# design 1

Fig. 1: design 1, the metal 2 layer
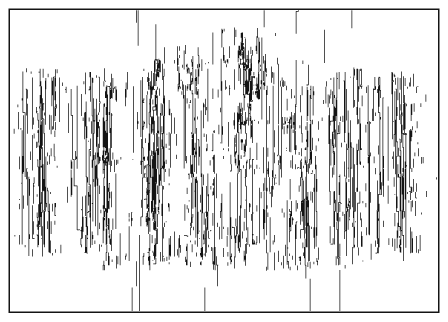

## config.mk

```make
export PLATFORM = sky130hd
export DESIGN_NAME = audio_stereo_out
export DESIGN_NICKNAME = d
export VERILOG_FILES = /design/src/rtl/audio_stereo_out.sv
export SDC_FILE = /design/constraint.sdc
export NUM_CORES = 1
export LEC_CHECK = 0
export CAP_MARGIN = 20
export CORE_ASPECT_RATIO = 0.7
export CORE_MARGIN = 2
export CORE_UTILIZATION = 25
export CTS_CLUSTER_SIZE = 14
export DETAILED_ROUTE_END_ITERATION = 10
export HOLD_SLACK_MARGIN = 0.1
export PLACE_DENSITY_LB_ADDON = 0.12
export SLEW_MARGIN = 20
export SYNTH_ARGS = -nofsm -noshare
export SYNTH_HDL_FRONTEND = slang
export SYNTH_SLANG_ARGS = --single-unit
```

## constraint.sdc

```tcl
create_clock -name clk_audio -period 4.9 [get_ports clk_audio]
set_clock_uncertainty 0.05 [all_clocks]
set_input_delay 1.47 -clock clk_audio [delete_from_list [all_inputs] [get_ports clk_audio]]
set_output_delay 1.47 -clock clk_audio [all_outputs]
set_load 0.02 [all_outputs]
```

## src/rtl/audio_stereo_out.sv

```systemverilog
// -----------------------------------------------------------------------------
// audio_stereo_out
//
// Stereo 1-bit audio output stage. Packed left/right PCM sample pairs are
// written through a strobe into a small FIFO. One pair is popped per PWM frame
// and converted into two PWM bitstreams that drive external RC filters.
//
// Handshake: stereo_pcm_rdy is a plain write strobe. Every clk_audio cycle with
// stereo_pcm_rdy=1 and fifo_full=0 pushes one pair. A strobe while full is
// dropped silently. There is no back-pressure other than fifo_full.
//
// Ports
//   clk_audio      in   sole clock, rising edge
//   aclr           in   async reset, active-low; release is synchronised inside
//   stereo_pcm     in   {left, right} unsigned samples, PCM_W bits each
//   stereo_pcm_rdy in   write strobe, one sample pair per high cycle
//   clk_pcm        in   legacy tie-off, ignored (single-clock design)
//   fifo_full      out  registered, 1 when the FIFO holds FIFO_DEPTH entries
//   left           out  registered left PWM bitstream
//   right          out  registered right PWM bitstream
// -----------------------------------------------------------------------------
module audio_stereo_out #(
    parameter int PCM_W      = 8,
    parameter int FIFO_DEPTH = 16
) (
    input  logic               clk_audio,
    input  logic               aclr,
    input  logic [2*PCM_W-1:0] stereo_pcm,
    input  logic               stereo_pcm_rdy,
    input  logic               clk_pcm,
    output logic               fifo_full,
    output logic               left,
    output logic               right
);

    localparam int AW = $clog2(FIFO_DEPTH);
    localparam logic [PCM_W-1:0] CNT_ONE = {{(PCM_W-1){1'b0}}, 1'b1};
    localparam logic [AW:0]      PTR_ONE = {{AW{1'b0}}, 1'b1};
    localparam logic [AW:0]      DEPTH_C = (AW+1)'(FIFO_DEPTH);

    // clk_pcm is kept only for pin compatibility with older boards.
    logic unused_clk_pcm;
    assign unused_clk_pcm = clk_pcm;

    // Reset release synchroniser: assertion is immediate, release takes two
    // clocks, so the datapath starts on the third edge after aclr rises.
    logic [1:0] sync_q;
    logic       run;

    always_ff @(posedge clk_audio or negedge aclr) begin
        if (!aclr) begin
            sync_q <= 2'b00;
        end else begin
            sync_q <= {sync_q[0], 1'b1};
        end
    end

    assign run = sync_q[1];

    // State
    logic [2*PCM_W-1:0] mem [FIFO_DEPTH];
    logic [AW:0]        wr_ptr_q, wr_ptr_d;
    logic [AW:0]        rd_ptr_q, rd_ptr_d;
    logic               full_q, full_d;
    logic [PCM_W-1:0]   cnt_q, cnt_d;
    logic [PCM_W-1:0]   l_q, l_d;
    logic [PCM_W-1:0]   r_q, r_d;
    logic               left_q, left_d;
    logic               right_q, right_d;

    logic [AW:0]        count;
    logic [AW:0]        count_d;
    logic               push;
    logic               pop;
    logic               boundary;
    logic [2*PCM_W-1:0] head;

    // Extra wrap bit on each pointer makes the difference the exact fill level.
    assign count    = wr_ptr_q - rd_ptr_q;
    assign boundary = (cnt_q == {PCM_W{1'b1}});
    assign head     = mem[rd_ptr_q[AW-1:0]];

    // Emptiness is judged before this cycle's push, so a pair written on the
    // boundary cycle into an empty FIFO waits for the next boundary.
    assign push = run && stereo_pcm_rdy && !full_q;
    assign pop  = run && boundary && (count != '0);

    always_comb begin
        wr_ptr_d = wr_ptr_q;
        rd_ptr_d = rd_ptr_q;
        count_d  = count;
        cnt_d    = cnt_q;
        l_d      = l_q;
        r_d      = r_q;
        left_d   = 1'b0;
        right_d  = 1'b0;

        if (push) begin
            wr_ptr_d = wr_ptr_q + PTR_ONE;
        end
        if (pop) begin
            rd_ptr_d = rd_ptr_q + PTR_ONE;
            l_d      = head[2*PCM_W-1:PCM_W];
            r_d      = head[PCM_W-1:0];
        end
        count_d = wr_ptr_d - rd_ptr_d;

        if (run) begin
            cnt_d   = cnt_q + CNT_ONE;
            left_d  = (cnt_q < l_q);
            right_d = (cnt_q < r_q);
        end
    end

    assign full_d = (count_d == DEPTH_C);

    always_ff @(posedge clk_audio or negedge aclr) begin
        if (!aclr) begin
            wr_ptr_q <= '0;
            rd_ptr_q <= '0;
            full_q   <= 1'b0;
            cnt_q    <= '0;
            l_q      <= '0;
            r_q      <= '0;
            left_q   <= 1'b0;
            right_q  <= 1'b0;
        end else begin
            wr_ptr_q <= wr_ptr_d;
            rd_ptr_q <= rd_ptr_d;
            full_q   <= full_d;
            cnt_q    <= cnt_d;
            l_q      <= l_d;
            r_q      <= r_d;
            left_q   <= left_d;
            right_q  <= right_d;
        end
    end

    // Storage needs no reset: entries are only visible through the pointers.
    always_ff @(posedge clk_audio) begin
        if (push) begin
            mem[wr_ptr_q[AW-1:0]] <= stereo_pcm;
        end
    end

    assign fifo_full = full_q;
    assign left      = left_q;
    assign right     = right_q;

endmodule

```

# design 2

File: src/rtl/demux16_1to4_buf.sv
// Registered 1-to-4 distributor for 16-bit words, with one-entry valid/ready holding slots per channel.
// Optional per-channel delivered-word counters are built when DEMUX16_CNT_EN is defined.
module demux16_1to4_buf #(
    parameter int unsigned CNT_W = 8
) (
    input  logic             CLK,
    input  logic             RST,
    input  logic [15:0]      D_IN,
    input  logic [1:0]       SEL,
    input  logic             BCAST,
    input  logic             IN_VALID,
    output logic             IN_READY,
    output logic [15:0]      D_OUT0,
    output logic [15:0]      D_OUT1,
    output logic [15:0]      D_OUT2,
    output logic [15:0]      D_OUT3,
    output logic [3:0]       OUT_VALID,
    input  logic [3:0]       OUT_READY,
    output logic [CNT_W-1:0] CNT0,
    output logic [CNT_W-1:0] CNT1,
    output logic [CNT_W-1:0] CNT2,
    output logic [CNT_W-1:0] CNT3
);

    localparam int unsigned DATA_W = 16;
    localparam int unsigned NCH    = 4;

    logic [NCH-1:0][DATA_W-1:0] data_q;
    logic [NCH-1:0]             valid_q;
    logic [NCH-1:0]             free;
    logic [NCH-1:0]             target;
    logic [NCH-1:0]             load;
    logic [NCH-1:0]             deliver;
    logic                       accept;

    // A slot can take a word if it is empty or its consumer drains it this cycle.
    always_comb begin
        free     = ~valid_q | OUT_READY;
        target   = BCAST ? {NCH{1'b1}} : (NCH'(1) << SEL);
        IN_READY = !RST && (BCAST ? (&free) : free[SEL]);
        accept   = IN_VALID && IN_READY;
        load     = {NCH{accept}} & target;
        deliver  = valid_q & OUT_READY;
    end

    // Holding registers: reload wins over delivery so a channel sustains one word per cycle.
    always_ff @(posedge CLK) begin
        if (RST) begin
            data_q  <= '0;
            valid_q <= '0;
        end else begin
            for (int n = 0; n < NCH; n++) begin
                if (load[n]) begin
                    data_q[n]  <= D_IN;
                    valid_q[n] <= 1'b1;
                end else if (deliver[n]) begin
                    valid_q[n] <= 1'b0;
                end
            end
        end
    end

    assign D_OUT0    = data_q[0];
    assign D_OUT1    = data_q[1];
    assign D_OUT2    = data_q[2];
    assign D_OUT3    = data_q[3];
    assign OUT_VALID = valid_q;

    logic [NCH-1:0][CNT_W-1:0] cnt_q;

`ifdef DEMUX16_CNT_EN
    // Delivered-word counters, wrapping naturally at 2^CNT_W.
    always_ff @(posedge CLK) begin
        if (RST) begin
            cnt_q <= '0;
        end else begin
            for (int n = 0; n < NCH; n++) begin
                if (deliver[n]) begin
                    cnt_q[n] <= cnt_q[n] + CNT_W'(1);
                end
            end
        end
    end
`else
    assign cnt_q = '0;
`endif

    assign CNT0 = cnt_q[0];
    assign CNT1 = cnt_q[1];
    assign CNT2 = cnt_q[2];
    assign CNT3 = cnt_q[3];

endmodule

File: config.mk
export PLATFORM = sky130hd
export DESIGN_NAME = demux16_1to4_buf
export DESIGN_NICKNAME = d
export VERILOG_FILES = /design/src/rtl/demux16_1to4_buf.sv
export SDC_FILE = /design/constraint.sdc
export NUM_CORES = 1
export LEC_CHECK = 0
export ABC_AREA = 1
export CAP_MARGIN = 30
export CELL_PAD_IN_SITES_DETAIL_PLACEMENT = 1
export CELL_PAD_IN_SITES_GLOBAL_PLACEMENT = 2
export CORE_MARGIN = 2
export CORE_UTILIZATION = 27
export CTS_BUF_LIST = sky130_fd_sc_hd__clkbuf_8
export DETAILED_ROUTE_END_ITERATION = 12
export HOLD_SLACK_MARGIN = 0.06
export PLACE_DENSITY_LB_ADDON = 0.12
export SYNTH_ARGS = -nofsm -noshare
export SYNTH_HDL_FRONTEND = slang
export SYNTH_SLANG_ARGS = --single-unit
File: constraint.sdc
create_clock -name CLK -period 3.22 [get_ports CLK]
set_clock_uncertainty 0.15 [all_clocks]
set_input_delay 0.644 -clock CLK [delete_from_list [all_inputs] [get_ports CLK]]
set_output_delay 0.644 -clock CLK [all_outputs]
set_load 0.01 [all_outputs]
# design 3

**config.mk**
```make
export PLATFORM = sky130hd
export DESIGN_NAME = rx_uart_os
export DESIGN_NICKNAME = d
export VERILOG_FILES = /design/src/rtl/rx_uart_pkg.sv /design/src/rtl/rx_tick_gen.sv /design/src/rtl/rx_uart_os.sv
export SDC_FILE = /design/constraint.sdc
export NUM_CORES = 1
export LEC_CHECK = 0
export CAP_MARGIN = 20
export CORE_MARGIN = 2
export CORE_UTILIZATION = 50
export DETAILED_ROUTE_END_ITERATION = 12
export PLACE_DENSITY_LB_ADDON = 0.12
export SLEW_MARGIN = 40
export SYNTH_ARGS = -nofsm -noshare
export SYNTH_HDL_FRONTEND = slang
export SYNTH_SLANG_ARGS = --single-unit
```
**constraint.sdc**
```tcl
create_clock -name Clk -period 2.5 [get_ports Clk]
set_clock_uncertainty 0.15 [all_clocks]
set_input_delay 0.25 -clock Clk [delete_from_list [all_inputs] [get_ports Clk]]
set_output_delay 0.25 -clock Clk [all_outputs]
set_load 0.005 [all_outputs]
```
**src/rtl/rx_uart_pkg.sv**
```systemverilog
// rtl/rx_uart_pkg.sv - shared types and constants for the oversampling UART receiver
package rx_uart_pkg;

    typedef enum logic [2:0] {
        IDLE,
        START,
        DATA,
        PARITY,
        STOP,
        HOLD_CHK
    } rx_state_t;

    localparam int PAR_NONE = 0;
    localparam int PAR_EVEN = 1;
    localparam int PAR_ODD  = 2;

    localparam int ERR_OVR = 3;
    localparam int ERR_FRM = 2;
    localparam int ERR_PAR = 1;
    localparam int ERR_BRK = 0;

    function automatic logic maj3(input logic a, input logic b, input logic c);
        return (a & b) | (a & c) | (b & c);
    endfunction

endpackage

```
**src/rtl/rx_tick_gen.sv**
```systemverilog
// rtl/rx_tick_gen.sv - sample tick divider, one-cycle pulse every CLK_DIV clocks, restartable
module rx_tick_gen #(
    parameter int CLK_DIV = 27
) (
    input  logic clk_i,
    input  logic rst_i,
    input  logic restart_i,
    output logic tick_o
);

    localparam int W = (CLK_DIV > 1) ? $clog2(CLK_DIV) : 1;
    localparam logic [W-1:0] LAST = W'(CLK_DIV - 1);

    logic [W-1:0] cnt_q, cnt_d;

    always_comb begin
        cnt_d = cnt_q + 1'b1;
        if (restart_i || cnt_q == LAST) begin
            cnt_d = '0;
        end
    end

    always_ff @(posedge clk_i or posedge rst_i) begin
        if (rst_i) begin
            cnt_q <= '0;
        end else begin
            cnt_q <= cnt_d;
        end
    end

    // Suppressed on restart so the first tick of a new frame is a full period away.
    assign tick_o = (cnt_q == LAST) && !restart_i;

endmodule

```
**src/rtl/rx_uart_os.sv**
```systemverilog
// rtl/rx_uart_os.sv - oversampling UART receiver with one-entry holding register and RTS
// Optional: RX_MAJORITY_VOTE_EN selects 2-of-3 voting around mid-bit.
module rx_uart_os
    import rx_uart_pkg::*;
#(
    parameter int CLK_DIV     = 27,
    parameter int OVERSAMPLE  = 16,
    parameter int DATA_BITS   = 8,
    parameter int PARITY_MODE = 1,
    parameter int STOP_BITS   = 2
) (
    input  logic                 Clk,
    input  logic                 Rst,
    input  logic                 Rx_In,
    input  logic                 Rx_Ready,
    output logic                 Rx_Valid,
    output logic [DATA_BITS-1:0] Rx_Data,
    output logic [3:0]           Rx_Error,
    output logic                 RTS
);

    localparam int CW = $clog2(OVERSAMPLE);
    localparam logic [CW-1:0] CNT_LAST = CW'(OVERSAMPLE - 1);
    localparam logic [CW-1:0] SMP_B    = CW'(OVERSAMPLE / 2 - 1);
    localparam logic [CW-1:0] SMP_C    = CW'(OVERSAMPLE / 2);
    localparam logic [3:0]    DB_LAST  = 4'(DATA_BITS - 1);
    localparam logic [3:0]    SB_LAST  = 4'(STOP_BITS - 1);

    rx_state_t state_q, state_d;
    logic [1:0]           sync_q;
    logic                 prev_q;
    logic [CW-1:0]        cnt_q, cnt_d;
    logic [3:0]           bit_cnt_q, bit_cnt_d;
    logic [DATA_BITS-1:0] shift_q, shift_d;
    logic                 pbit_q, pbit_d;
    logic                 par_err_q, par_err_d;
    logic                 frm_q, frm_d;
    logic                 valid_q;
    logic [DATA_BITS-1:0] data_q;
    logic [3:0]           err_q;
    logic                 rts_q;

    logic rx_s, fall, restart, tick, sample_now, bit_val, load, brk;
    logic [3:0] err_new;

    assign rx_s    = sync_q[1];
    assign fall    = prev_q && !rx_s;
    assign restart = (state_q == IDLE) && fall;

    rx_tick_gen #(.CLK_DIV(CLK_DIV)) u_tick (
        .clk_i     (Clk),
        .rst_i     (Rst),
        .restart_i (restart),
        .tick_o    (tick)
    );

    // Every bit is resolved one tick after mid-bit so both sampling modes share timing.
    assign sample_now = tick && (cnt_q == SMP_C);

`ifdef RX_MAJORITY_VOTE_EN
    localparam logic [CW-1:0] SMP_A = CW'(OVERSAMPLE / 2 - 2);
    logic [1:0] smp_q;

    always_ff @(posedge Clk or posedge Rst) begin
        if (Rst) begin
            smp_q <= 2'b11;
        end else if (tick && state_q != IDLE) begin
            if (cnt_q == SMP_A) smp_q[1] <= rx_s;
            if (cnt_q == SMP_B) smp_q[0] <= rx_s;
        end
    end

    assign bit_val = maj3(smp_q[1], smp_q[0], rx_s);
`else
    logic smp_q;

    always_ff @(posedge Clk or posedge Rst) begin
        if (Rst) begin
            smp_q <= 1'b1;
        end else if (tick && state_q != IDLE && cnt_q == SMP_B) begin
            smp_q <= rx_s;
        end
    end

    assign bit_val = smp_q;
`endif

    always_comb begin
        state_d   = state_q;
        cnt_d     = cnt_q;
        bit_cnt_d = bit_cnt_q;
        shift_d   = shift_q;
        pbit_d    = pbit_q;
        par_err_d = par_err_q;
        frm_d     = frm_q;
        load      = 1'b0;
        if (tick && state_q != IDLE) begin
            cnt_d = (cnt_q == CNT_LAST) ? '0 : cnt_q + 1'b1;
        end
        case (state_q)
            IDLE: begin
                if (fall) begin
                    state_d   = START;
                    cnt_d     = '0;
                    bit_cnt_d = '0;
                    pbit_d    = 1'b0;
                    par_err_d = 1'b0;
                    frm_d     = 1'b0;
                end
            end
            START: begin
                if (sample_now) begin
                    state_d = bit_val ? IDLE : DATA;
                end
            end
            DATA: begin
                if (sample_now) begin
                    shift_d = {bit_val, shift_q[DATA_BITS-1:1]};
                    if (bit_cnt_q == DB_LAST) begin
                        bit_cnt_d = '0;
                        state_d   = (PARITY_MODE == PAR_NONE) ? STOP : PARITY;
                    end else begin
                        bit_cnt_d = bit_cnt_q + 1'b1;
                    end
                end
            end
            PARITY: begin
                if (sample_now) begin
                    pbit_d    = bit_val;
                    par_err_d = ((^shift_q) ^ bit_val) != (PARITY_MODE == PAR_ODD);
                    state_d   = STOP;
                end
            end
            STOP: begin
                if (sample_now) begin
                    if (!bit_val) frm_d = 1'b1;
                    if (bit_cnt_q == SB_LAST) begin
                        state_d = HOLD_CHK;
                    end else begin
                        bit_cnt_d = bit_cnt_q + 1'b1;
                    end
                end
            end
            HOLD_CHK: begin
                load    = 1'b1;
                state_d = IDLE;
            end
            default: state_d = IDLE;
        endcase
    end

    assign brk = (shift_q == '0) && frm_q && ((PARITY_MODE == PAR_NONE) || !pbit_q);

    always_comb begin
        err_new          = '0;
        err_new[ERR_OVR] = valid_q && !Rx_Ready;
        err_new[ERR_FRM] = frm_q;
        err_new[ERR_PAR] = par_err_q;
        err_new[ERR_BRK] = brk;
    end

    always_ff @(posedge Clk or posedge Rst) begin
        if (Rst) begin
            state_q   <= IDLE;
            sync_q    <= 2'b11;
            prev_q    <= 1'b1;
            cnt_q     <= '0;
            bit_cnt_q <= '0;
            shift_q   <= '0;
            pbit_q    <= 1'b0;
            par_err_q <= 1'b0;
            frm_q     <= 1'b0;
            valid_q   <= 1'b0;
            data_q    <= '0;
            err_q     <= '0;
            rts_q     <= 1'b1;
        end else begin
            state_q   <= state_d;
            sync_q    <= {sync_q[0], Rx_In};
            prev_q    <= rx_s;
            cnt_q     <= cnt_d;
            bit_cnt_q <= bit_cnt_d;
            shift_q   <= shift_d;
            pbit_q    <= pbit_d;
            par_err_q <= par_err_d;
            frm_q     <= frm_d;
            rts_q     <= !valid_q;
            // A load wins over a pop; overrun only when the old character was not taken.
            if (load) begin
                valid_q <= 1'b1;
                data_q  <= shift_q;
                err_q   <= err_new;
            end else if (valid_q && Rx_Ready) begin
                valid_q <= 1'b0;
            end
        end
    end

    assign Rx_Valid = valid_q;
    assign Rx_Data  = data_q;
    assign Rx_Error = err_q;
    assign RTS      = rts_q;

    a_hold_stable: assert property (@(posedge Clk) disable iff (Rst)
        (Rx_Valid && !Rx_Ready && state_q != HOLD_CHK) |=> ($stable(Rx_Data) && $stable(Rx_Error)));

    a_rts: assert property (@(posedge Clk) disable iff (Rst)
        RTS == !$past(Rx_Valid));

    a_no_x: assert property (@(posedge Clk) disable iff (Rst)
        !$isunknown({Rx_Valid, Rx_Data, Rx_Error, RTS}));

endmodule

```
Fig. 2: design 2, drive-strength map
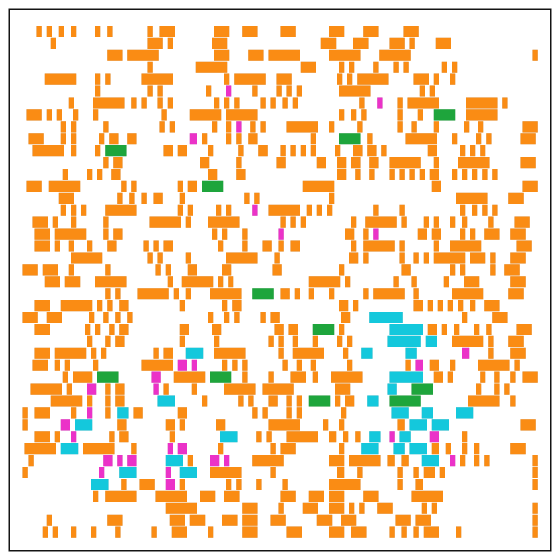
legend:
  _3 and _4 cells:
    colour: cyan
    cells: 30
    share: 4.5%
    most_used: nand2_4
  _6 and larger:
    colour: green
    cells: 11
    share: 1.7%
    most_used: clkbuf_8
  _0 and _1 cells:
    colour: orange
    cells: 592
    share: 89%
    most_used: inv_1
  _2 cells:
    colour: magenta
    cells: 30
    share: 4.5%
    most_used: inv_2
area growth from synthesis to final layout: 29.0%
fin area: 4950 sq um
count of plain and timing-repair buffers: 103
final critical-path setup slack: 0.442 ns

==> impl_metrics.csv, design 2 <==
group,metric,value,unit
synth,synth-async-reset-ratio,0,%
grt,largest_net_degree_at_the_start_of_global_routing,66,
synth,synthDominantAreaCellType,"sky130_fd_sc_hd__dfxtp_1",
final_layout,antenna_cells,0,
synth,post_synth_main_area_contributors,"sky130_fd_sc_hd__dfxtp_1 (35%), sky130_fd_sc_hd__inv_1 (13%), sky130_fd_sc_hd__nand2_1 (12%)",
drt,post-route-drc-count,0,
power,total_leakage_power,2.42,nW
clock_network,tritoncts_clock_tree,"done",
synth,commonest_flop,"sky130_fd_sc_hd__dfxtp_1",
final_layout,finalNetCount,684,
sta,finalHoldViolCount,0,
sta,finalClockPeriodUsage,86.3,%
grt,gr-usage-all-layers,16.6,%
drt,final_antenna_net_count,0,
status,run_status,"completed",
-- design 2: logic make-up (layout without fill, tap and decap cells) --
logic type / after synthesis / in the layout / share of synthesized area [%]
AND-OR/OR-AND: 6 / 6 / 0.848
buffers and inverters: 218 / 275 / 25.9
flip-flops: 68 / 68 / 35.5
other: 1 / 32 / 0.0977
AND/OR/NAND/NOR: 282 / 282 / 37.7
-- design 2: state kept, by name, indices dropped and copies added, names as in the netlist --
register / flops
D_OUT0: 16
OUT_VALID: 4
D_OUT3: 16
D_OUT1: 16
D_OUT2: 16
-- design 2: per-stage QoR --
stage | worst slack (ns) | std cells | hold slack [ns] | total power [mW] | util [%]
after floorplan | 1.11 | 606 | 0.366 | 1.28 | -
after global placement | 0.0657 | 826 | 0.349 | 1.46 | 34.4
after detailed placement | 0.0465 | 826 | 0.353 | 1.47 | 34.4
after CTS | 0.0343 | 842 | 0.366 | 2.11 | 35.6
after global routing | 0.326 | 843 | 0.403 | 2.21 | 35.6
final | 0.442 | 843 | 0.364 | 2.07 | 35.6
-- design 2: layer usage --
metal	vias to the layer above	wire length [um]	GRT usage [%]
met1	1628	5470	20.9
met3	17	509	4.52
met5	-	0	0
met2	83	5660	27.6
met4	0	255	5.40
li1	1798	-	-
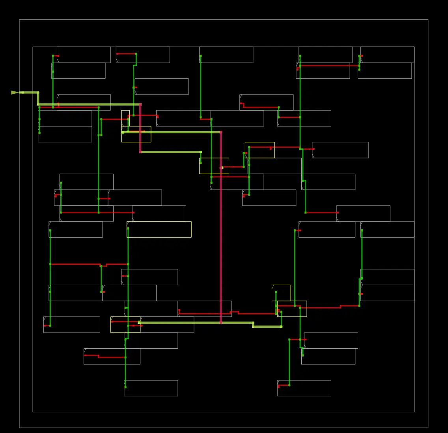
Fig. 3. Clock nets (design 3).
number of flip-flops and latches: 45
total of clock buffers placed in the layout: 6
clk sinks: 45

==> impl_metrics.csv, design 3 <==
group,metric,value,unit
synth,postSynthSeqShare,52.0,%
synth,synth.cellmix.simpleShare,16.8,%
clock_network,cts_inserted_buffers,5,
power,p_comb_share,13.6,%
hold_path,min-delay-path-class,"flop to flop",
floorplanning,die_w,70.0,um
final_layout,antenna_cells,0,
final_layout,stdcell_area,2520,sq um
final_layout,area.share.combinational,38.1,%
synth,avgSynthCellArea,10.6,sq um
status,run_status,"completed",
synth,xor_area_share,3.62,%
clock_network,cts_repair_resize_count,0,
synth,post_synth_main_area_contributors,"sky130_fd_sc_hd__dfrtp_1 (46%), sky130_fd_sc_hd__dfstp_2 (6.0%), sky130_fd_sc_hd__ha_1 (5.7%)",
floorplanning,floorplan.io_pins,18,
final_layout,nonClkBufAreaFrac,7.65,%
drt,route.final.wire_length,3980,um
grt,globalRouteOverflowTotal,0,
job,log.warning_count,29,
power,seq_cell_power,0.851,mW
floorplanning,num_rows,23,
grt,met2_usage,29.6,%
placement,routabilityCongestion,0.766,
synth,adder_share,5.75,%
job,maxCapViolCount,0,
clock_network,clock_insertion_delay_worst_skew,0.30,ns
worst_setup_path,cp-end-kind,"flop",
drt,topRoutingLayerUsed,"met4",
clock_network,postCtsSetupRepairBufs,0,
hold_path,holdCritStartpoint,"sync_q[0]",
power,power_density,640,nW/um^2
drt,post-route-drc-count,0,
floorplanning,floorplan.tapcells,50,
final_layout,final.signal_buffer_count,20,
floorplanning,design.die.area,4900,sq um
sta,count_of_endpoints_failing_setup_in_the_final_report,0,
drt,drt_first_iter_violations,76,
sta,finalHoldViolCount,0,
clock_network,tritoncts_clock_tree,"done",
final_layout,finalNetCount,240,
## design 3: layout by cell type (no fill, tap or decap), types with 2 or more instances in the layout
master	count
sky130_fd_sc_hd__mux2i_1	8
sky130_fd_sc_hd__clkdlybuf4s50_1	17
sky130_fd_sc_hd__nand4_1	2
sky130_fd_sc_hd__xor2_1	4
sky130_fd_sc_hd__mux2_1	3
sky130_fd_sc_hd__dfrtp_1	40
sky130_fd_sc_hd__nand3_1	7
sky130_fd_sc_hd__xnor2_1	5
sky130_fd_sc_hd__mux2_2	3
sky130_fd_sc_hd__nor2_1	15
sky130_fd_sc_hd__ha_1	10
sky130_fd_sc_hd__nand3b_1	3
sky130_fd_sc_hd__o21ai_0	16
sky130_fd_sc_hd__o2bb2ai_1	2
sky130_fd_sc_hd__dfstp_2	5
sky130_fd_sc_hd__nor3_1	3
sky130_fd_sc_hd__inv_1	15
sky130_fd_sc_hd__nor2b_1	3
sky130_fd_sc_hd__nand2_1	17
sky130_fd_sc_hd__nor3b_1	2
sky130_fd_sc_hd__nand2b_1	3
sky130_fd_sc_hd__a21oi_1	6
sky130_fd_sc_hd__and3_1	3
sky130_fd_sc_hd__clkbuf_8	5
sky130_fd_sc_hd__buf_4	3
Fig. 4: design 1, clock nets
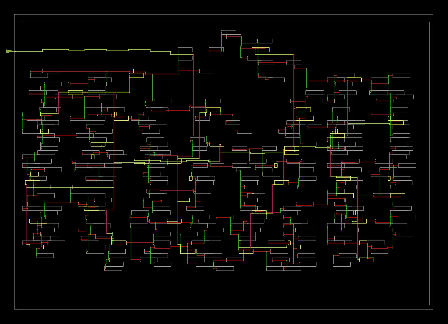
total CTS buffers: 30
insertion delay at the late pin of the worst-skew pair: 0.57 ns
clock network power: 2.34 mW
total of clock buffers placed in the layout: 45
number of flip-flops and latches: 295

Fig. 5: design 1, cells coloured by class
Scale bar: 100 um. Fill, decap, tap and diode cells in grey.
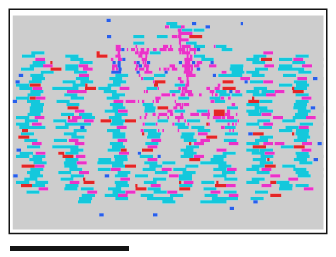
legend:
  remaining buffers and delay cells:
    colour: blue
    cells: 45
    share_of_their_area: 2.9%
  sequential cells:
    colour: cyan
    cells: 295
    share_of_their_area: 66%
  clock drivers and dummy loads:
    colour: red
    cells: 56
    share_of_their_area: 7.7%
  combinational and other logic:
    colour: magenta
    cells: 273
    share_of_their_area: 24%
register fraction of the total cell area: 61.9%
fin area: 14000 sq um

About Fig. 1:
main direction: vertical
wire length on this layer: 13300 um
longest straight run: 89.8 um
share of all routed wire: 46%

==> impl_metrics.csv, design 1 <==
group,metric,value,unit
final_layout,syn_to_final_growth,17.2,%
sta,count_of_endpoints_failing_setup_in_the_final_report,0,
drt,routedLengthMet1,13500,um
synth,post_synth_main_area_contributors,"sky130_fd_sc_hd__edfxtp_1 (64%), sky130_fd_sc_hd__mux4_2 (15%), sky130_fd_sc_hd__dfrtp_1 (8.2%)",
sta,fin_setup_tns,0,ns
synth,synth-async-reset-ratio,13.2,%
synth,synth_warnings,0,
sta,finalHoldViolCount,0,
drt,route.final.wire_length,29000,um
synth,synth-area-yosys,11900,sq um
floorplanning,die_height,187,um
final_layout,finalNetCount,692,
drt,final_antenna_net_count,0,
sta,achievable-frequency,276,MHz
worst_setup_path,critPathSlowestCell,"sky130_fd_sc_hd__dfrtp_1",
floorplanning,num_rows,66,
final_layout,clock_cell_area_share,7.23,%
grt,grt_pass1_vias,6086,
drt,route.met3.wl,1430,um
job,maxCapViolCount,0,
final_layout,filler_cell_count,4562,
power,ir_worst_vdd,275,uV
synth,enable_flop_cells,256,
sta,number_of_max_slew_violations_in_the_final_report,0,
synth,ys_top_cells_by_count,"sky130_fd_sc_hd__edfxtp_1 (256), sky130_fd_sc_hd__mux4_2 (80), sky130_fd_sc_hd__dfrtp_1 (39)",
worst_setup_path,worst-path-buf-inv,1,
floorplanning,design.core.area,46800,sq um
sta,finalWorstPathRequiredPeriod,3.63,ns
final_layout,final.signal_buffer_count,45,
status,run_status,"completed",
sta,rsz0062_at_grt,"false",
worst_setup_path,timing.critical_path.depth,15,
hold_path,holdCritStartpoint,"sync_q[0]",
grt,largest_net_degree_at_the_start_of_global_routing,67,
drt,via_count,5626,
grt,met2_usage,18.3,%
placement,routabilityCongestion,0.707,
==> design 1: through the flow <==
stage | utilization, % | hold WS [ns] | worst slack, ns | instance area [sq um] | total power [mW]
floorplan | - | 0.281 | 1.31 | 11900 | 3.45
global placement | 27.7 | 0.289 | 1.04 | 13000 | 3.73
detailed placement | 27.7 | 0.292 | 1.02 | 13000 | 3.75
CTS | 29.9 | 0.302 | 1.28 | 14000 | 6.12
global route | 29.9 | 0.316 | 0.993 | 14000 | 6.30
finish | 29.9 | 0.300 | 1.27 | 14000 | 6.03
==> design 1: flip-flops by register name, summed over array words and instances (netlist names) <==
| name | cells |
|---|---|
| mem | 256 |
| cnt_q | 8 |
| l_q | 8 |
| r_q | 8 |
| rd_ptr_q | 5 |
| wr_ptr_q | 5 |
| sync_q | 2 |
| fifo_full | 1 |
| left | 1 |
| right | 1 |
==> design 1: report_power, final <==
group	internal (mW)	total [mW]	leakage [nW]	switching (mW)
clock network	1.39	2.34	0.494	0.948
logic	0.286	0.666	1.26	0.380
registers	2.90	3.02	2.82	0.124
total	4.57	6.03	4.57	1.45

No activity file was given, so power comes from the tool's default toggle rates.
